=== design 1 ===
--- config.mk ---
export PLATFORM = sky130hd
export DESIGN_NAME = fifo_param_flags
export DESIGN_NICKNAME = d
export VERILOG_FILES = /design/src/rtl/fifo_param_flags.sv
export SDC_FILE = /design/constraint.sdc
export NUM_CORES = 1
export LEC_CHECK = 0
export ABC_CLOCK_PERIOD_IN_PS = 3800
export CORE_MARGIN = 10
export CORE_UTILIZATION = 39
export DETAILED_ROUTE_END_ITERATION = 12
export GPL_TIMING_DRIVEN = 0
export SETUP_SLACK_MARGIN = 0.5
export SKIP_LAST_GASP = 1
export SLEW_MARGIN = 20
export SYNTH_ARGS = -nofsm -noshare
export SYNTH_HDL_FRONTEND = slang
export SYNTH_SLANG_ARGS = --single-unit
--- constraint.sdc ---
create_clock -name clk -period 3.8 [get_ports clk]
set_clock_uncertainty 0.05 [all_clocks]
set_input_delay 0.38 -clock clk [delete_from_list [all_inputs] [get_ports clk]]
set_output_delay 0.38 -clock clk [all_outputs]
set_load 0.05 [all_outputs]
--- src/rtl/fifo_param_flags.sv ---
// Parametrised synchronous FIFO with occupancy count, almost-full/almost-empty flags and
// underflow/overflow error outputs. Define FIFO_STICKY_ERR_EN for sticky errors (default: 1-cycle pulses).
module fifo_param_flags #(
  parameter int DATA_WIDTH      = 8,
  parameter int ADDR_WIDTH      = 2,
  parameter int ALMOST_FULL_TH  = 3,
  parameter int ALMOST_EMPTY_TH = 1
) (
  input  logic                  clk,
  input  logic                  reset,
  input  logic                  en,
  input  logic                  wr,
  input  logic                  rd,
  input  logic [DATA_WIDTH-1:0] data_in,
  output logic [DATA_WIDTH-1:0] data_out,
  output logic [ADDR_WIDTH:0]   count,
  output logic                  outEmpty,
  output logic                  outFull,
  output logic                  almostEmpty,
  output logic                  almostFull,
  output logic                  errorEmpty,
  output logic                  errorFull
);

  localparam int CW    = ADDR_WIDTH + 1;
  localparam int DEPTH = 1 << ADDR_WIDTH;
  localparam logic [ADDR_WIDTH:0] LP_DEPTH = CW'(DEPTH);
  localparam logic [ADDR_WIDTH:0] LP_AF_TH = CW'(ALMOST_FULL_TH);
  localparam logic [ADDR_WIDTH:0] LP_AE_TH = CW'(ALMOST_EMPTY_TH);
  localparam logic [ADDR_WIDTH:0] LP_ONE   = CW'(1);

  logic [DATA_WIDTH-1:0] r_mem [DEPTH];
  logic [ADDR_WIDTH-1:0] r_wr_ptr;
  logic [ADDR_WIDTH-1:0] r_rd_ptr;
  logic [ADDR_WIDTH:0]   r_count;
  logic [DATA_WIDTH-1:0] r_data_out;
  logic                  r_err_empty;
  logic                  r_err_full;

  logic w_wv;
  logic w_rv;
  logic w_empty_evt;
  logic w_full_evt;

  // Flags are pure decodes of the registered count, so they change on the same edge as count.
  assign outEmpty    = (r_count == '0);
  assign outFull     = (r_count == LP_DEPTH);
  assign almostEmpty = (r_count <= LP_AE_TH);
  assign almostFull  = (r_count >= LP_AF_TH);

  // A read at full frees a slot in the same edge, so the concurrent write is accepted.
  assign w_wv        = en & wr & (~outFull | rd);
  assign w_rv        = en & rd & ~outEmpty;
  assign w_empty_evt = rd & outEmpty;
  assign w_full_evt  = wr & outFull & ~rd;

  always_ff @(posedge clk) begin
    if (w_wv) begin
      r_mem[r_wr_ptr] <= data_in;
    end
  end

  always_ff @(posedge clk or negedge reset) begin
    if (!reset) begin
      r_wr_ptr   <= '0;
      r_rd_ptr   <= '0;
      r_count    <= '0;
      r_data_out <= '0;
    end else begin
      if (w_wv) begin
        r_wr_ptr <= r_wr_ptr + 1'b1;
      end
      if (w_rv) begin
        r_data_out <= r_mem[r_rd_ptr];
        r_rd_ptr   <= r_rd_ptr + 1'b1;
      end
      case ({w_wv, w_rv})
        2'b10:   r_count <= r_count + LP_ONE;
        2'b01:   r_count <= r_count - LP_ONE;
        default: r_count <= r_count;
      endcase
    end
  end

  always_ff @(posedge clk or negedge reset) begin
    if (!reset) begin
      r_err_empty <= 1'b0;
      r_err_full  <= 1'b0;
    end else if (en) begin
`ifdef FIFO_STICKY_ERR_EN
      r_err_empty <= r_err_empty | w_empty_evt;
      r_err_full  <= r_err_full | w_full_evt;
`else
      r_err_empty <= w_empty_evt;
      r_err_full  <= w_full_evt;
`endif
    end
  end

  assign data_out   = r_data_out;
  assign count      = r_count;
  assign errorEmpty = r_err_empty;
  assign errorFull  = r_err_full;

endmodule

=== design 2 ===
`src/rtl/alu_serial_pkg.sv`:
```
// Shared definitions for the bit-serial ALU: slice operation codes, word-level
// control codes ({invertA, invertB, operation}) and FSM state encodings.
package alu_serial_pkg;

    localparam logic [1:0] OP_AND  = 2'b00;
    localparam logic [1:0] OP_OR   = 2'b01;
    localparam logic [1:0] OP_ADD  = 2'b10;
    localparam logic [1:0] OP_LESS = 2'b11;

    localparam logic [3:0] CTRL_AND = 4'b0000;
    localparam logic [3:0] CTRL_OR  = 4'b0001;
    localparam logic [3:0] CTRL_ADD = 4'b0010;
    localparam logic [3:0] CTRL_SUB = 4'b0110;
    localparam logic [3:0] CTRL_SLT = 4'b0111;
    localparam logic [3:0] CTRL_NOR = 4'b1100;

    typedef enum logic [1:0] {
        ST_IDLE = 2'b00,
        ST_RUN  = 2'b01,
        ST_FIX  = 2'b10
    } state_t;

    function automatic logic ctrl_inv_a(input logic [3:0] ctrl);
        return ctrl[3];
    endfunction

    function automatic logic ctrl_inv_b(input logic [3:0] ctrl);
        return ctrl[2];
    endfunction

endpackage

```
`src/rtl/alu_serial_if.sv`:
```
// Start/done request interface between datapath control (master) and the
// bit-serial ALU (slave).
interface alu_serial_if #(
    parameter int WIDTH = 32
) ();
    logic             start;
    logic [WIDTH-1:0] a;
    logic [WIDTH-1:0] b;
    logic [3:0]       alu_ctrl;
    logic             busy;
    logic             done;
    logic [WIDTH-1:0] result;
    logic             cout;
    logic             overflow;
    logic             zero;

    modport master (
        output start, a, b, alu_ctrl,
        input  busy, done, result, cout, overflow, zero
    );

    modport slave (
        input  start, a, b, alu_ctrl,
        output busy, done, result, cout, overflow, zero
    );
endinterface

```
`src/rtl/alu_serial_slice.sv`:
```
// One-bit ALU slice: optional operand inversion, AND/OR/full-add/less mux,
// with the raw adder sum exposed so the MSB pass can derive the SLT set bit.
module alu_serial_slice
    import alu_serial_pkg::*;
(
    input  logic       i_a,
    input  logic       i_b,
    input  logic       i_inv_a,
    input  logic       i_inv_b,
    input  logic [1:0] i_op,
    input  logic       i_cin,
    input  logic       i_less,
    output logic       o_result,
    output logic       o_cout,
    output logic       o_sum
);
    logic w_a;
    logic w_b;

    assign w_a    = i_a ^ i_inv_a;
    assign w_b    = i_b ^ i_inv_b;
    assign o_sum  = w_a ^ w_b ^ i_cin;
    assign o_cout = (w_a & w_b) | (w_a & i_cin) | (w_b & i_cin);

    always_comb begin
        o_result = 1'b0;
        case (i_op)
            OP_AND:  o_result = w_a & w_b;
            OP_OR:   o_result = w_a | w_b;
            OP_ADD:  o_result = o_sum;
            OP_LESS: o_result = i_less;
            default: o_result = 1'b0;
        endcase
    end
endmodule

```
`src/rtl/alu_serial.sv`:
```
// Bit-serial word ALU: steps a single 1-bit slice across WIDTH bit positions,
// one bit per clock, with a trailing FIX cycle for set-less-than.
module alu_serial
    import alu_serial_pkg::*;
#(
    parameter int WIDTH = 32
) (
    input  logic         clk,
    input  logic         rst,
    alu_serial_if.slave  bus
);
    localparam int IDX_W = $clog2(WIDTH);
    localparam logic [IDX_W-1:0] IDX_LAST = IDX_W'(WIDTH - 1);

    state_t           r_state;
    logic [WIDTH-1:0] r_a;
    logic [WIDTH-1:0] r_b;
    logic [3:0]       r_ctrl;
    logic [IDX_W-1:0] r_idx;
    logic             r_carry;
    logic             r_set;
    logic [WIDTH-1:0] r_result;
    logic             r_busy;
    logic             r_done;
    logic             r_cout;
    logic             r_ovf;
    logic             r_zero;

    logic             w_res;
    logic             w_cout;
    logic             w_sum;
    logic             w_ovf;
    logic             w_last;
    logic [1:0]       w_op;
    logic [WIDTH-1:0] w_shift;

    assign w_op    = r_ctrl[1:0];
    assign w_last  = (r_idx == IDX_LAST);
    assign w_ovf   = w_cout ^ r_carry;
    // Result fills from the MSB side so bit 0 lands at result[0] after WIDTH shifts.
    assign w_shift = {w_res, r_result[WIDTH-1:1]};

    alu_serial_slice u_slice (
        .i_a      (r_a[r_idx]),
        .i_b      (r_b[r_idx]),
        .i_inv_a  (ctrl_inv_a(r_ctrl)),
        .i_inv_b  (ctrl_inv_b(r_ctrl)),
        .i_op     (w_op),
        .i_cin    (r_carry),
        .i_less   (1'b0),
        .o_result (w_res),
        .o_cout   (w_cout),
        .o_sum    (w_sum)
    );

    always_ff @(posedge clk) begin
        if (rst) begin
            r_state  <= ST_IDLE;
            r_a      <= '0;
            r_b      <= '0;
            r_ctrl   <= '0;
            r_idx    <= '0;
            r_carry  <= 1'b0;
            r_set    <= 1'b0;
            r_result <= '0;
            r_busy   <= 1'b0;
            r_done   <= 1'b0;
            r_cout   <= 1'b0;
            r_ovf    <= 1'b0;
            r_zero   <= 1'b0;
        end else begin
            r_done <= 1'b0;
            case (r_state)
                ST_IDLE: begin
                    if (bus.start) begin
                        r_a      <= bus.a;
                        r_b      <= bus.b;
                        r_ctrl   <= bus.alu_ctrl;
                        r_idx    <= '0;
                        r_carry  <= ctrl_inv_b(bus.alu_ctrl);
                        r_result <= '0;
                        r_cout   <= 1'b0;
                        r_ovf    <= 1'b0;
                        r_zero   <= 1'b0;
                        r_busy   <= 1'b1;
                        r_state  <= ST_RUN;
                    end
                end
                ST_RUN: begin
                    r_result <= w_shift;
                    r_carry  <= w_cout;
                    r_idx    <= r_idx + IDX_W'(1);
                    if (w_last) begin
                        r_cout <= w_cout;
                        r_ovf  <= (w_op == OP_ADD) ? w_ovf : 1'b0;
                        // Overflow-corrected sign of a-b, used by SLT.
                        r_set  <= w_sum ^ w_ovf;
                        if (w_op == OP_LESS) begin
                            r_state <= ST_FIX;
                        end else begin
                            r_zero  <= (w_shift == '0);
                            r_done  <= 1'b1;
                            r_busy  <= 1'b0;
                            r_state <= ST_IDLE;
                        end
                    end
                end
                ST_FIX: begin
                    r_result <= {{(WIDTH-1){1'b0}}, r_set};
                    r_zero   <= ~r_set;
                    r_done   <= 1'b1;
                    r_busy   <= 1'b0;
                    r_state  <= ST_IDLE;
                end
                default: begin
                    r_busy  <= 1'b0;
                    r_state <= ST_IDLE;
                end
            endcase
        end
    end

    assign bus.busy     = r_busy;
    assign bus.done     = r_done;
    assign bus.result   = r_result;
    assign bus.cout     = r_cout;
    assign bus.overflow = r_ovf;
    assign bus.zero     = r_zero;
endmodule

```
`src/flat_wrapper.sv`:
```
// flat-port wrapper written by rule: the top's interface ports become plain ports
module alu_serial_flat import alu_serial_pkg::*;
#(
    parameter int WIDTH = 32
)
  (clk, rst, bus_start, bus_a, bus_b, bus_alu_ctrl, bus_busy, bus_done, bus_result, bus_cout, bus_overflow, bus_zero);
  alu_serial_if #(.WIDTH(WIDTH)) bus_i ();
  input  logic clk;
  input  logic rst;
  input wire logic [$bits(bus_i.start)-1:0] bus_start;
  input wire logic [$bits(bus_i.a)-1:0] bus_a;
  input wire logic [$bits(bus_i.b)-1:0] bus_b;
  input wire logic [$bits(bus_i.alu_ctrl)-1:0] bus_alu_ctrl;
  output wire logic [$bits(bus_i.busy)-1:0] bus_busy;
  output wire logic [$bits(bus_i.done)-1:0] bus_done;
  output wire logic [$bits(bus_i.result)-1:0] bus_result;
  output wire logic [$bits(bus_i.cout)-1:0] bus_cout;
  output wire logic [$bits(bus_i.overflow)-1:0] bus_overflow;
  output wire logic [$bits(bus_i.zero)-1:0] bus_zero;
  assign bus_i.start = bus_start;
  assign bus_i.a = bus_a;
  assign bus_i.b = bus_b;
  assign bus_i.alu_ctrl = bus_alu_ctrl;
  assign bus_busy = bus_i.busy;
  assign bus_done = bus_i.done;
  assign bus_result = bus_i.result;
  assign bus_cout = bus_i.cout;
  assign bus_overflow = bus_i.overflow;
  assign bus_zero = bus_i.zero;
  alu_serial #(.WIDTH(WIDTH)) u_core (.clk(clk), .rst(rst), .bus(bus_i));
endmodule
```
`config.mk`:
```
export PLATFORM = sky130hd
export DESIGN_NAME = alu_serial_flat
export DESIGN_NICKNAME = d
export VERILOG_FILES = /design/src/rtl/alu_serial_pkg.sv /design/src/rtl/alu_serial_if.sv /design/src/rtl/alu_serial_slice.sv /design/src/rtl/alu_serial.sv /design/src/flat_wrapper.sv
export SDC_FILE = /design/constraint.sdc
export NUM_CORES = 1
export LEC_CHECK = 0
export CAP_MARGIN = 10
export CORE_MARGIN = 2
export CORE_UTILIZATION = 45
export CTS_BUF_LIST = sky130_fd_sc_hd__clkbuf_4 sky130_fd_sc_hd__clkbuf_8
export DETAILED_ROUTE_END_ITERATION = 8
export PLACE_DENSITY_LB_ADDON = 0.25
export RECOVER_POWER = 50
export SYNTH_ARGS = -nofsm -noshare
export SYNTH_HDL_FRONTEND = slang
export SYNTH_HIERARCHICAL = 1
export SYNTH_SLANG_ARGS = --single-unit
```
`constraint.sdc`:
```
create_clock -name clk -period 3.8 [get_ports clk]
set_input_delay 1.14 -clock clk [delete_from_list [all_inputs] [get_ports clk]]
set_output_delay 1.14 -clock clk [all_outputs]
set_load 0.02 [all_outputs]
```
=== design 3 ===
--- config.mk ---
export PLATFORM = sky130hd
export DESIGN_NAME = writeback_stage
export DESIGN_NICKNAME = d
export VERILOG_FILES = /design/src/rtl/writeback_stage.sv
export SDC_FILE = /design/constraint.sdc
export NUM_CORES = 1
export LEC_CHECK = 0
export CORE_MARGIN = 5
export CORE_UTILIZATION = 42
export DETAILED_ROUTE_END_ITERATION = 16
export PLACE_DENSITY = 0.84
export SLEW_MARGIN = 20
export SYNTH_ARGS = -nofsm -noshare
export SYNTH_HDL_FRONTEND = slang
export SYNTH_SLANG_ARGS = --single-unit
--- constraint.sdc ---
create_clock -name clk -period 4 [get_ports clk]
set_clock_uncertainty 0.15 [all_clocks]
set_input_delay 0.8 -clock clk [delete_from_list [all_inputs] [get_ports clk]]
set_output_delay 0.8 -clock clk [all_outputs]
set_load 0.02 [all_outputs]
--- src/rtl/writeback_stage.sv ---
// writeback_stage: final RaptoRV pipeline stage. Retires one instruction per
// writeback-register load, extracts and extends load data, stalls upstream
// while a load response is outstanding, and counts retired instructions.
//
// Handshake: a transfer happens at a posedge where in_valid && in_ready.
// in_ready depends on the FSM state alone and never on in_valid. dmem_rvalid
// has no ready; it is consumed in the cycle it is high.
module writeback_stage #(
    parameter int COUNT_WIDTH = 64
) (
    input  logic                   clk,
    input  logic                   rst,
    input  logic                   in_valid,
    output logic                   in_ready,
    input  logic                   in_rd_we,
    input  logic [4:0]             in_rd_addr,
    input  logic                   in_is_load,
    input  logic [2:0]             in_load_funct3,
    input  logic [1:0]             in_addr_low,
    input  logic [31:0]            in_result,
    input  logic                   dmem_rvalid,
    input  logic [31:0]            dmem_rdata,
    output logic                   rd_we,
    output logic [4:0]             rd_addr,
    output logic [31:0]            rd_data,
    output logic                   load_pending,
    output logic [4:0]             load_pending_addr,
    output logic [COUNT_WIDTH-1:0] retired_count,
    output logic                   error,
    output logic                   state_dbg
);

    typedef enum logic {
        IDLE      = 1'b0,
        WAIT_LOAD = 1'b1
    } state_t;

    state_t      state;
    logic [4:0]  p_addr;
    logic [2:0]  p_funct3;
    logic [1:0]  p_addr_low;
    logic        p_we;

    logic        accept;
    logic [2:0]  ext_funct3;
    logic [1:0]  ext_addr_low;
    logic [7:0]  ext_byte;
    logic [15:0] ext_half;
    logic [31:0] ext_data;
    logic        ext_bad;

    assign in_ready          = (state == IDLE);
    assign accept            = in_valid && in_ready;
    assign load_pending      = (state == WAIT_LOAD);
    assign load_pending_addr = (state == WAIT_LOAD) ? p_addr : 5'd0;
    assign state_dbg         = state;

    // Extract load data; the incoming load drives the controls in IDLE, the captured load in WAIT_LOAD.
    always_comb begin
        ext_funct3   = (state == IDLE) ? in_load_funct3 : p_funct3;
        ext_addr_low = (state == IDLE) ? in_addr_low : p_addr_low;
        case (ext_addr_low)
            2'd0:    ext_byte = dmem_rdata[7:0];
            2'd1:    ext_byte = dmem_rdata[15:8];
            2'd2:    ext_byte = dmem_rdata[23:16];
            default: ext_byte = dmem_rdata[31:24];
        endcase
        // Halfword selection ignores addr_low[0].
        ext_half = ext_addr_low[1] ? dmem_rdata[31:16] : dmem_rdata[15:0];
        ext_bad  = 1'b0;
        case (ext_funct3)
            3'd0: ext_data = {{24{ext_byte[7]}}, ext_byte};
            3'd1: ext_data = {{16{ext_half[15]}}, ext_half};
            3'd2: ext_data = dmem_rdata;
            3'd4: ext_data = {24'd0, ext_byte};
            3'd5: ext_data = {16'd0, ext_half};
            default: begin
                // Undefined load types behave as LW but are flagged.
                ext_data = dmem_rdata;
                ext_bad  = 1'b1;
            end
        endcase
    end

    // FSM, writeback register, pending-load capture, retire counter and sticky error.
    always_ff @(posedge clk or posedge rst) begin
        if (rst) begin
            state         <= IDLE;
            p_addr        <= 5'd0;
            p_funct3      <= 3'd0;
            p_addr_low    <= 2'd0;
            p_we          <= 1'b0;
            rd_we         <= 1'b0;
            rd_addr       <= 5'd0;
            rd_data       <= 32'd0;
            retired_count <= '0;
            error         <= 1'b0;
        end else begin
            rd_we <= 1'b0;
            case (state)
                IDLE: begin
                    if (accept && !in_is_load) begin
                        rd_we         <= in_rd_we && (in_rd_addr != 5'd0);
                        rd_addr       <= in_rd_addr;
                        rd_data       <= in_result;
                        retired_count <= retired_count + COUNT_WIDTH'(1);
                        // A response arriving with a non-load has no load to belong to.
                        if (dmem_rvalid) error <= 1'b1;
                    end else if (accept && dmem_rvalid) begin
                        rd_we         <= in_rd_we && (in_rd_addr != 5'd0);
                        rd_addr       <= in_rd_addr;
                        rd_data       <= ext_data;
                        retired_count <= retired_count + COUNT_WIDTH'(1);
                        if (ext_bad) error <= 1'b1;
                    end else if (accept) begin
                        p_addr     <= in_rd_addr;
                        p_funct3   <= in_load_funct3;
                        p_addr_low <= in_addr_low;
                        p_we       <= in_rd_we;
                        state      <= WAIT_LOAD;
                    end else if (dmem_rvalid) begin
                        error <= 1'b1;
                    end
                end
                WAIT_LOAD: begin
                    if (dmem_rvalid) begin
                        rd_we         <= p_we && (p_addr != 5'd0);
                        rd_addr       <= p_addr;
                        rd_data       <= ext_data;
                        retired_count <= retired_count + COUNT_WIDTH'(1);
                        if (ext_bad) error <= 1'b1;
                        state         <= IDLE;
                    end
                end
                default: state <= IDLE;
            endcase
        end
    end

endmodule


==> gallery <==
Placed standard cells.
Plate I
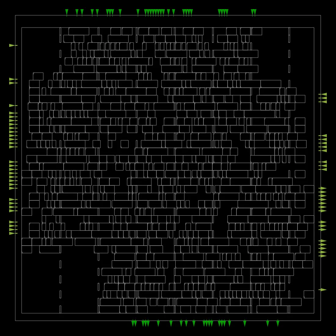
Plate II
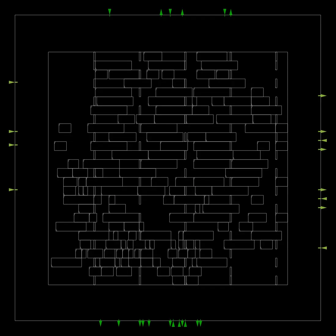
Plate III
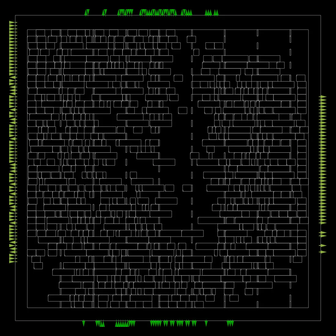
| picture | from |
|---|---|
| Plate II | design 1 |
| Plate I | design 2 |
| Plate III | design 3 |

**Design 2: sizing map**

Drawn at 3 px/micron.
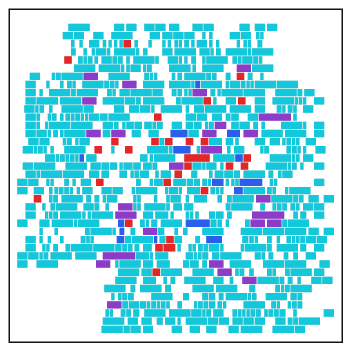
x1 and smaller: marked cyan, cells 685, share 91%, most used nand2_1. x3 and x4: marked red, cells 28, share 3.7%, most used buf_4. x2: marked blue, cells 15, share 2.0%. x6 and larger: marked purple, cells 26, share 3.4%, most used clkbuf_8.
least setup slack across all paths after layout: 0.187 ns
final standard cell area without fillers: 0.00678 sq mm

==> PnR_summary.wiki, design 2 <==
== Implementation results ==
{| class="wikitable"
! Metric !! Value
|-
| Uppermost signal routing layer after detailed routing || met4
|-
| Count of maximum capacitance violations || 0
|-
| Number of antenna repair diodes || 0
|-
| Met1 usage in global routing || 0.273
|-
| PortBufs || about 110
|-
| Cell area reported after detailed placement || ~0.0063 sq mm
|-
| Crit path launch || u_core/r_idx[2]
|-
| Status || completed
|-
| Final Core Density || 0.620
|-
| Cts repair resizes || 1
|-
| Portion of synthesized cell area occupied by the leading cell type || 0.447
|-
| Worst Setup Start Kind || flip-flop
|-
| Number of buffer and inverter stages on the critical path || 2
|-
| Post-CTS setup buffer count || 2
|-
| Cell area power density || 563 mW/mm^2
|}
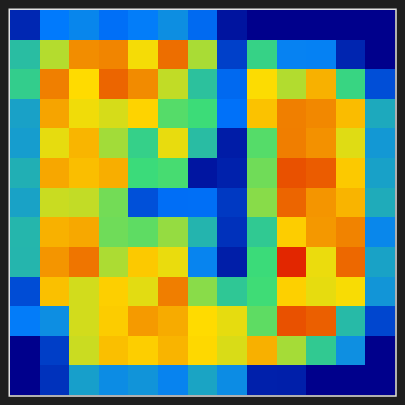
**Above:** design 3 (local utilization).
Drawn at 3 px/micron. 13 x 13 tiles, from dark blue (low) to red (high), 0 to 100% covered.
30% of the tiles are over 75% full. 7.1% of the tiles are nearly empty. The mean over all tiles is 51%.

**Design 3: M1 wires**

Drawn at 4 px/micron. Supply wires on this layer in grey. Cells faint in the background.
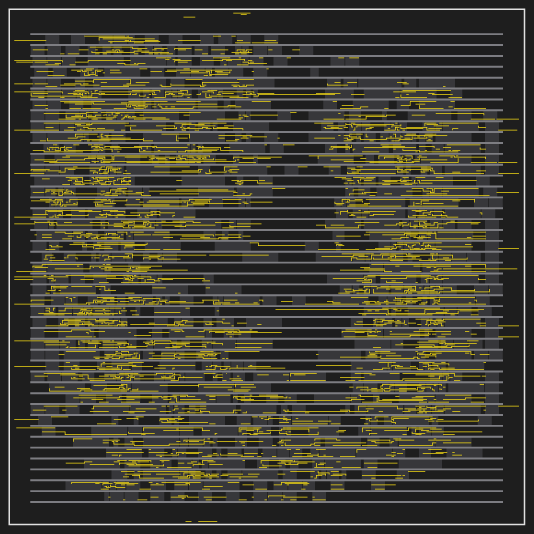
755 nets have wire on it. The longest straight run is 33.1 microns.

==> PnR_summary.wiki, design 3 <==
== Implementation results ==
{| class="wikitable"
! Metric !! Value
|-
| Least setup slack across all paths after layout || 1.00 ns
|-
| Detailed-routed wire length on met3 || 1.81 mm
|-
| Part of the power in combinational logic || 0.213
|-
| Number of nets at the end of the flow || 850
|-
| Number of DRC violations after detailed-routing iteration 0 || 607
|-
| Status || completed
|-
| Die area || 0.0165 sq mm
|-
| Number of DRC violations after detailed routing || 0
|-
| Wirelength per Cell || between 15 and 20 microns
|-
| Cell area reported after detailed placement || about 0.008 sq mm
|-
| Final standard cell area without fillers || between 0.008 and 0.009 sq mm
|-
| Sum of negative setup slack || 0 ns
|-
| Most Crowded Layer GR || met2
|-
| Arrival time at the worst endpoint || 2.05 ns
|-
| Clock buffer depth || 2
|}
**Design 1: nets reached from selected ports**

Drawn at 4 px/micron.
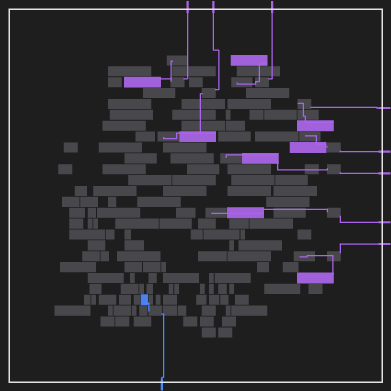
`data_out`: marked purple, bits 8, direction output, end cells 8, buffers 8, wire 258 microns. `almostFull`: marked blue, bits 1, direction output, end cells 1, buffers 1, wire 20.4 microns.
PortBufs: 29
count of boundary I/O pins: 30

==> PnR_summary.wiki, design 1 <==
== Implementation results ==
{| class="wikitable"
! Metric !! Value
|-
| Count of maximum capacitance violations || 0
|-
| Final number of setup-violating endpoints || 0
|-
| Number of max-slew violations in the final report || 0
|-
| Internal power component || about 1.2 mW
|-
| Vertical die dimension || around 93 microns
|-
| Post-synth EDFFs || 32
|-
| Commonest cells after routing, fill and taps aside || 32 x sky130_fd_sc_hd__edfxtp_1, 29 x sky130_fd_sc_hd__clkdlybuf4s50_1, 17 x sky130_fd_sc_hd__dfrtp_1
|-
| Area grow syn2layout || 22.2%
|-
| Status || completed
|-
| Number of antenna repair diodes || 0
|-
| Worst path depth || 5
|-
| Number of stages on the worst hold path || 1
|-
| Signal buffers share of area || 0.121
|-
| Insertion delay of the later-clocked pin in the worst-skew pair || ~0.29 ns
|-
| Final standard cell area without fillers || 0.00253 sq mm
|-
| Buffers, non-clock || 31
|-
| Clk sinks || 49
|-
| Uppermost signal routing layer after detailed routing || met4
|-
| Horizontal die dimension || 92.8 microns
|-
| Crit. End Element || output pin
|-
| CTS HTree Levels || 2
|-
| Worst-case hold slack || ~0.46 ns
|}

Power and IR drop assume default switching activity.
